=== flags_branch_unit ===
Figure 1. Clock wires, drivers and flops (flags_branch_unit).
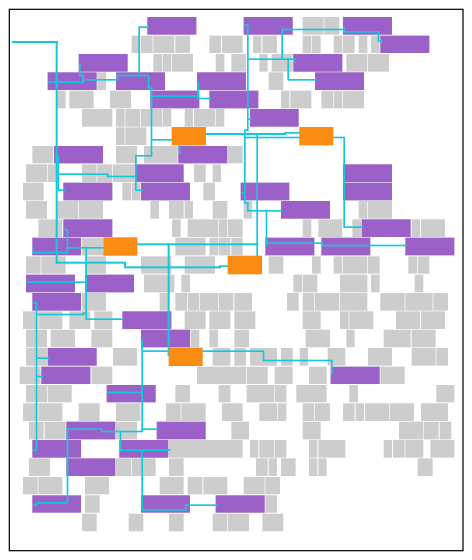
Figure 2. Cell classes on the final placement (flags_branch_unit).
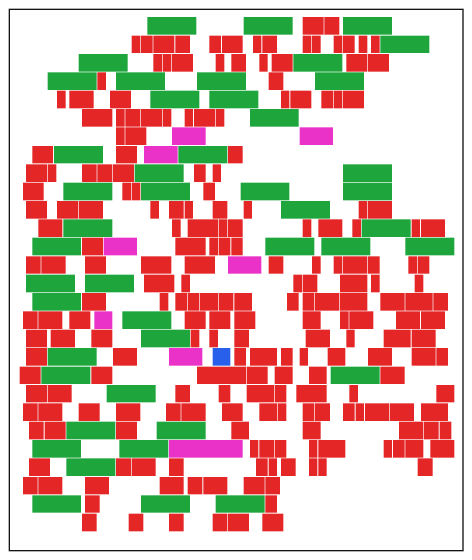
Figure 3. Register map, names as in the netlist (flags_branch_unit).
The bar under the picture is 20 um long.
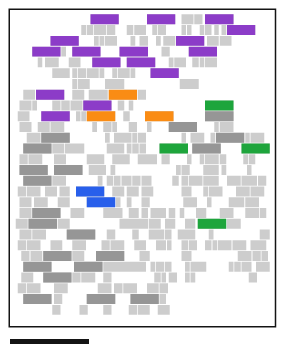
--- config.mk ---
export PLATFORM = sky130hd
export DESIGN_NAME = flags_branch_unit
export DESIGN_NICKNAME = d
export VERILOG_FILES = /design/src/rtl/flags_branch_unit.sv
export SDC_FILE = /design/constraint.sdc
export NUM_CORES = 1
export LEC_CHECK = 0
export CORE_ASPECT_RATIO = 1.2
export CORE_MARGIN = 1
export CORE_UTILIZATION = 50
export CTS_CLUSTER_SIZE = 8
export DETAILED_ROUTE_END_ITERATION = 8
export DONT_BUFFER_PORTS = 1
export HOLD_SLACK_MARGIN = 0.12
export PLACE_DENSITY_LB_ADDON = 0.3
export SYNTH_ARGS = -nofsm -noshare
export SYNTH_HDL_FRONTEND = slang
export SYNTH_SLANG_ARGS = --single-unit
--- constraint.sdc ---
create_clock -name clk -period 4.96 [get_ports clk]
set_clock_uncertainty 0.05 [all_clocks]
set_input_delay 1.488 -clock clk [delete_from_list [all_inputs] [get_ports clk]]
set_output_delay 1.488 -clock clk [all_outputs]
set_load 0.005 [all_outputs]
--- src/rtl/flags_branch_unit.sv ---
// Latches ALU Z/N/V/C flags (with an interrupt shadow copy) and resolves conditional branches,
// issuing a one-cycle PC load followed by a fixed-length pipeline flush on a taken branch.
module flags_branch_unit #(
  parameter int DATA_W       = 16,
  parameter int OPC_W        = 6,
  parameter int FLUSH_CYCLES = 2
) (
  input  logic              clk,
  input  logic              rst,
  input  logic              alu_valid,
  input  logic [OPC_W-1:0]  alu_opcode,
  input  logic              alu_store,
  input  logic              alu_zero,
  input  logic              alu_negative,
  input  logic              alu_overflow,
  input  logic              alu_carry,
  input  logic              br_valid,
  output logic              br_ready,
  input  logic [OPC_W-1:0]  br_opcode,
  input  logic [DATA_W-1:0] br_target,
  input  logic              flags_save,
  input  logic              flags_restore,
  output logic [3:0]        flags,
  output logic              pc_load,
  output logic [DATA_W-1:0] pc_target,
  output logic              flush,
  output logic [15:0]       br_taken_cnt
);

  typedef enum logic [1:0] {IDLE, REDIRECT, FLUSH} state_t;

  localparam logic [OPC_W-1:0] ARITH_LO = OPC_W'(6'b010001);
  localparam logic [OPC_W-1:0] ARITH_HI = OPC_W'(6'b011001);
  localparam logic [OPC_W-1:0] SHIFT_OP = OPC_W'(6'b000111);
  localparam logic [OPC_W-1:0] LOGIC_LO = OPC_W'(6'b001000);
  localparam logic [OPC_W-1:0] LOGIC_HI = OPC_W'(6'b001110);

  localparam logic [OPC_W-1:0] BRA = OPC_W'(6'b100000);
  localparam logic [OPC_W-1:0] BEQ = OPC_W'(6'b100001);
  localparam logic [OPC_W-1:0] BNE = OPC_W'(6'b100010);
  localparam logic [OPC_W-1:0] BMI = OPC_W'(6'b100011);
  localparam logic [OPC_W-1:0] BPL = OPC_W'(6'b100100);
  localparam logic [OPC_W-1:0] BVS = OPC_W'(6'b100101);
  localparam logic [OPC_W-1:0] BCS = OPC_W'(6'b100110);
  localparam logic [OPC_W-1:0] BCC = OPC_W'(6'b100111);
  localparam logic [OPC_W-1:0] BGT = OPC_W'(6'b101000);
  localparam logic [OPC_W-1:0] BLT = OPC_W'(6'b101001);

  // FLUSH state covers FLUSH_CYCLES-1 cycles; the counter runs down to zero.
  localparam logic [2:0] FLUSH_INIT = 3'((FLUSH_CYCLES > 1) ? (FLUSH_CYCLES - 2) : 0);

  state_t              state_q, state_d;
  logic [3:0]          flags_q, flags_d;
  logic [3:0]          shadow_q, shadow_d;
  logic [DATA_W-1:0]   target_q, target_d;
  logic [2:0]          fcnt_q, fcnt_d;
  logic [15:0]         cnt_q, cnt_d;

  logic                is_arith, is_logic;
  logic [3:0]          eval_flags;
  logic                cond_true;

  assign is_arith = (alu_opcode >= ARITH_LO) && (alu_opcode <= ARITH_HI);
  assign is_logic = (alu_opcode == SHIFT_OP) ||
                    ((alu_opcode >= LOGIC_LO) && (alu_opcode <= LOGIC_HI));

  always_comb begin
    flags_d  = flags_q;
    shadow_d = shadow_q;
    if (flags_save) begin
      shadow_d = flags_q;
    end
    if (flags_restore) begin
      flags_d = shadow_q;
    end else if (alu_valid && !alu_store) begin
      if (is_arith) begin
        flags_d = {alu_zero, alu_negative, alu_overflow, alu_carry};
      end else if (is_logic) begin
        flags_d = {alu_zero, alu_negative, flags_q[1:0]};
      end
    end
  end

  // A branch paired with a live ALU result sees the flags as they will be after this edge.
  assign eval_flags = (alu_valid && br_valid) ? flags_d : flags_q;

  always_comb begin
    cond_true = 1'b0;
    unique case (br_opcode)
      BRA:     cond_true = 1'b1;
      BEQ:     cond_true = eval_flags[3];
      BNE:     cond_true = !eval_flags[3];
      BMI:     cond_true = eval_flags[2];
      BPL:     cond_true = !eval_flags[2];
      BVS:     cond_true = eval_flags[1];
      BCS:     cond_true = eval_flags[0];
      BCC:     cond_true = !eval_flags[0];
      BGT:     cond_true = !eval_flags[3] && (eval_flags[2] == eval_flags[1]);
      BLT:     cond_true = eval_flags[2] != eval_flags[1];
      default: cond_true = 1'b0;
    endcase
  end

  always_comb begin
    state_d  = state_q;
    target_d = target_q;
    fcnt_d   = fcnt_q;
    cnt_d    = cnt_q;
    br_ready = 1'b0;
    pc_load  = 1'b0;
    flush    = 1'b0;
    unique case (state_q)
      IDLE: begin
        br_ready = 1'b1;
        if (br_valid && cond_true) begin
          target_d = br_target;
          state_d  = REDIRECT;
        end
      end
      REDIRECT: begin
        pc_load = 1'b1;
        flush   = 1'b1;
        cnt_d   = 16'(cnt_q + 16'd1);
        fcnt_d  = FLUSH_INIT;
        state_d = (FLUSH_CYCLES > 1) ? FLUSH : IDLE;
      end
      FLUSH: begin
        flush = 1'b1;
        if (fcnt_q == 3'd0) begin
          state_d = IDLE;
        end else begin
          fcnt_d = fcnt_q - 3'd1;
        end
      end
      default: state_d = IDLE;
    endcase
  end

  always_ff @(posedge clk) begin
    if (rst) begin
      state_q  <= IDLE;
      flags_q  <= 4'b0;
      shadow_q <= 4'b0;
      target_q <= '0;
      fcnt_q   <= 3'd0;
      cnt_q    <= 16'd0;
    end else begin
      state_q  <= state_d;
      flags_q  <= flags_d;
      shadow_q <= shadow_d;
      target_q <= target_d;
      fcnt_q   <= fcnt_d;
      cnt_q    <= cnt_d;
    end
  end

  assign flags        = flags_q;
  assign pc_target    = target_q;
  assign br_taken_cnt = cnt_q;

endmodule
==> metrics.csv <==
metric;value;unit
crit_family;simple AND/OR/NAND/NOR gates;
p_comb;0.0340;mW
clk_share;4.50;%
rsz0062_at_grt;false;
grt_max_degree;65;
critical-path-slowest-cell;or4_4;
wl_met3;345;um
grt_use_met1;18.7;%
io_buffers;0;
tritoncts;done;
outcome;finished clean;
yosysMostFrequentCell;dfxtp_1;
lay_top_cells;dfxtp_1, mux2i_1, nor2_1, or2b_2, nand2b_1;
maxCapViolations;0;
first_pass_iters;4;
worst-setup-path-type;input pin to flop;
## Picture notes: Figure 1
[clock-net drivers] orange | count: 5
[flip-flops] purple | count: 45
[clock wires] cyan | length: 547 um
flops lie	spread over the die
routed clock nets	6

## Picture notes: Figure 2
class	colour	cells	share of their area
clock drivers and dummy loads	magenta	8	4.6%
remaining buffers and delay cells	blue	1	0.29%
remaining logic cells	red	223	60%
registers	green	45	35%

## Picture notes: Figure 3
netlist name	colour	sequential cells
flags	green	4
fcnt_q	orange	3
br_taken_cnt	purple	16
state_q	blue	2
not coloured	20
Reg area: 901 um2
utilization after layout: 54.5%

## metrics by stage
stage	hold WS, ps	setup slack, ps	util [%]	area [um2]	std cells
after global routing	457	904	54.5	2670	337
after global placement	396	807	52.0	2550	329
final	416	1070	54.5	2670	337
after floorplan	394	780	-	2530	279
after CTS	418	1060	54.5	2670	337
after detailed placement	407	753	52.0	2550	329
## state kept, by name (all words and copies together), names as in the netlist
| name | count |
|---|---|
| br_taken_cnt | 16 |
| pc_target | 16 |
| flags | 4 |
| shadow_q | 4 |
| fcnt_q | 3 |
| state_q | 2 |

=== wrr_grant_arbiter ===
Figure 4. Clock wires, drivers and flops (wrr_grant_arbiter).
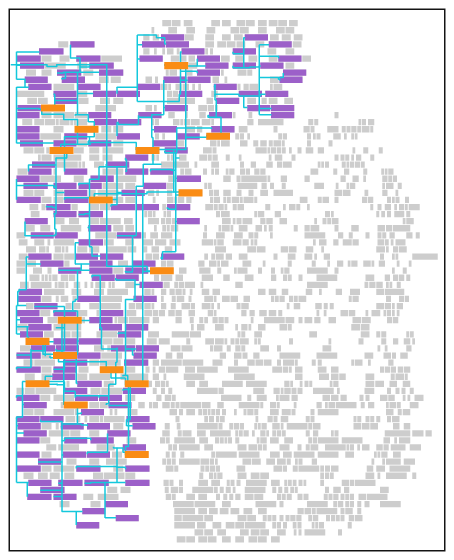
Figure 5. Drive-strength map (wrr_grant_arbiter).
The bar under the picture is 50 um long.
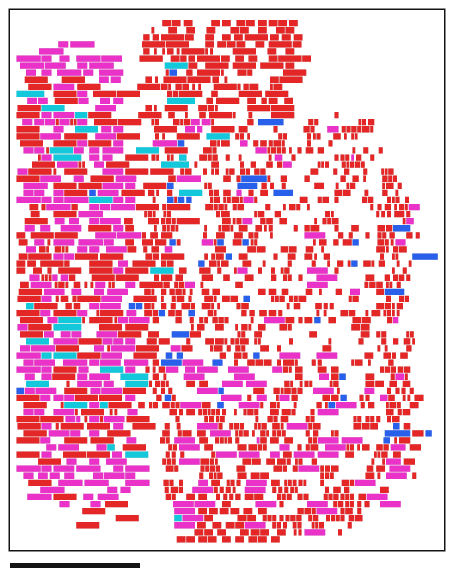
File: src/rtl/wrr_grant_arbiter.sv
// Weighted round-robin grant arbiter with a registered one-hot grant and index; one-cycle decision latency.
// No backpressure: requesters hold req until served, and weights may be rewritten at any cycle.
module wrr_grant_arbiter #(
    parameter int N        = 32,
    parameter int ID_W     = 5,
    parameter int WEIGHT_W = 4
) (
    input  logic                clk,
    input  logic                rst,
    input  logic [N-1:0]        req,
    input  logic                cfg_we,
    input  logic [ID_W-1:0]     cfg_id,
    input  logic [WEIGHT_W-1:0] cfg_weight,
    output logic [N-1:0]        gnt_w,
    output logic [ID_W-1:0]     gnt_id
);

    typedef enum logic {
        IDLE  = 1'b0,
        GRANT = 1'b1
    } state_t;

    state_t                     state;
    logic [ID_W-1:0]            ptr;
    logic [WEIGHT_W:0]          cnt;
    logic [N-1:0][WEIGHT_W-1:0] weight;

    logic [ID_W-1:0]            nxt_owner;
    logic [ID_W-1:0]            scan_start;
    logic [ID_W-1:0]            scan_idx;
    logic [N-1:0]               scan_oh;
    logic                       scan_vld;
    logic [WEIGHT_W:0]          owner_weff;
    logic                       keep;

    // The owner is simply gnt_id while in GRANT; a zero weight behaves as one.
    always_comb begin
        nxt_owner  = (int'(gnt_id) == N - 1) ? '0 : gnt_id + 1'b1;
        scan_start = (state == GRANT) ? nxt_owner : ptr;
        owner_weff = (weight[gnt_id] == '0) ? (WEIGHT_W + 1)'(1) : {1'b0, weight[gnt_id]};
        keep       = (state == GRANT) && req[gnt_id] && (cnt < owner_weff);
    end

    // Circular scan starting at scan_start; starting past the owner puts the owner last.
    always_comb begin
        int idx;
        idx      = 0;
        scan_vld = 1'b0;
        scan_idx = '0;
        for (int i = 0; i < N; i++) begin
            idx = int'(scan_start) + i;
            if (idx >= N) begin
                idx = idx - N;
            end
            if (!scan_vld && req[idx]) begin
                scan_vld = 1'b1;
                scan_idx = ID_W'(idx);
            end
        end
        scan_oh = {{(N - 1){1'b0}}, 1'b1} << scan_idx;
    end

    always_ff @(posedge clk or posedge rst) begin
        if (rst) begin
            state  <= IDLE;
            ptr    <= '0;
            cnt    <= '0;
            gnt_w  <= '0;
            gnt_id <= '0;
            for (int i = 0; i < N; i++) begin
                weight[i] <= WEIGHT_W'(1);
            end
        end else begin
            if (cfg_we) begin
                weight[cfg_id] <= cfg_weight;
            end
            case (state)
                IDLE: begin
                    if (scan_vld) begin
                        state  <= GRANT;
                        gnt_w  <= scan_oh;
                        gnt_id <= scan_idx;
                        cnt    <= (WEIGHT_W + 1)'(1);
                    end
                end
                GRANT: begin
                    if (keep) begin
                        cnt <= cnt + 1'b1;
                    end else if (scan_vld) begin
                        gnt_w  <= scan_oh;
                        gnt_id <= scan_idx;
                        cnt    <= (WEIGHT_W + 1)'(1);
                    end else begin
                        state  <= IDLE;
                        gnt_w  <= '0;
                        gnt_id <= '0;
                        cnt    <= '0;
                        ptr    <= nxt_owner;
                    end
                end
                default: state <= IDLE;
            endcase
        end
    end

`ifndef SYNTHESIS
    a_onehot:   assert property (@(posedge clk) disable iff (rst) $onehot0(gnt_w));
    a_id_match: assert property (@(posedge clk) disable iff (rst) (gnt_w != '0) |-> gnt_w[gnt_id]);
    a_id_zero:  assert property (@(posedge clk) disable iff (rst) (gnt_w == '0) |-> (gnt_id == '0));
`endif

endmodule

File: config.mk
export PLATFORM = sky130hd
export DESIGN_NAME = wrr_grant_arbiter
export DESIGN_NICKNAME = d
export VERILOG_FILES = /design/src/rtl/wrr_grant_arbiter.sv
export SDC_FILE = /design/constraint.sdc
export NUM_CORES = 1
export LEC_CHECK = 0
export ABC_AREA = 0
export CORE_ASPECT_RATIO = 1.25
export CORE_MARGIN = 2
export CORE_UTILIZATION = 45
export CTS_CLUSTER_SIZE = 12
export DETAILED_ROUTE_END_ITERATION = 8
export PLACE_DENSITY = 0.69
export SKIP_LAST_GASP = 1
export SLEW_MARGIN = 5
export SYNTH_ARGS = -nofsm -noshare
export SYNTH_HDL_FRONTEND = slang
export SYNTH_SLANG_ARGS = --single-unit
export TNS_END_PERCENT = 20
File: constraint.sdc
create_clock -name clk -period 20.2 [get_ports clk]
set_clock_uncertainty 0.2 [all_clocks]
set_input_delay 4.04 -clock clk [delete_from_list [all_inputs] [get_ports clk]]
set_output_delay 4.04 -clock clk [all_outputs]
set_load 0.01 [all_outputs]
==> metrics.csv <==
metric;value;unit
final_util;51.2;%
grt_first_pass_wirelength;81900;um
first_iter_violations;1386;
critical-path-slowest-cell;nor3b_4;
hold_start;ptr[2];
maxCapViolations;0;
top_layer;met4;
comb_area;9990;um2
mux_share;29.6;%
first_pass_iters;6;
instances_no_fill;1962;
synth_top_area_share;24.1;%
nets;1593;
place_ws;10920;ps
cp_cell_sequence;clkdlybuf4s50_1 > mux4_2 > a22oi_1 > o311ai_1 > o21ai_0 > nand3_1 > nor3b_4 > nand3_2 > o22a_1 > a2111oi_4 > o21ai_2 > or2_4 > o31ai_1;
wl;52800;um
wl_met1;19800;um
hold_viol_final;0;
n_all_inverters;20;
gr-total-overflow;0;
top_register;weight;
yosys_area;14900;um2
top_cells_by_area;dfrtp_1, mux4_2, mux2_2;
top_logic_kind;multiplexers;
finalCriticalPeriod;9020;ps
comb_share;59.7;%
slew_violations;0;
outcome;finished clean;
core_area;32700;um2
taps;418;
hold_class;flop to flop;
Notes on Figure 4 above:
[clock wires] cyan | length: 2140 um
[clock-net drivers] orange | count: 17
[flip-flops] purple | count: 176
routed clock nets	18

Notes on Figure 5 above:
size	colour	cells	share
x2	magenta	296	19%
x6 and larger	cyan	30	1.9%
x1 and smaller	red	1174	76%
x3 and x4	blue	44	2.8%

[synthesized netlist by cell type, types with 11 or more instances]
library cell,number
a21oi_1,56
a22oi_1,15
a31oi_1,15
a32o_1,14
and2_1,27
and3_1,14
buf_1,11
buf_2,25
clkbuf_1,55
dfrtp_1,144
dfstp_2,32
ha_1,18
inv_1,14
mux2_2,142
mux2i_1,69
mux4_2,93
nand2_1,129
nand2b_1,11
nand3_1,114
nand4_1,16
nor2_1,92
nor3_1,34
o211ai_1,11
o21ai_0,79
o22ai_1,13
o31ai_1,28
xnor2_1,30


==> layout pictures side by side <==
The clock network.
image #1
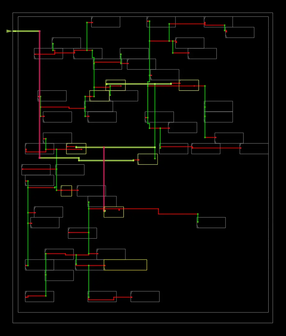
image #2
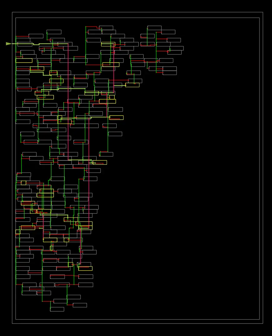
| picture | from |
|---|---|
| image #1 | flags_branch_unit |
| image #2 | wrr_grant_arbiter |
Of these, most clock buffers: image #2
Of these, most sequential cells: image #2

Power is estimated from default activity; no workload was simulated.
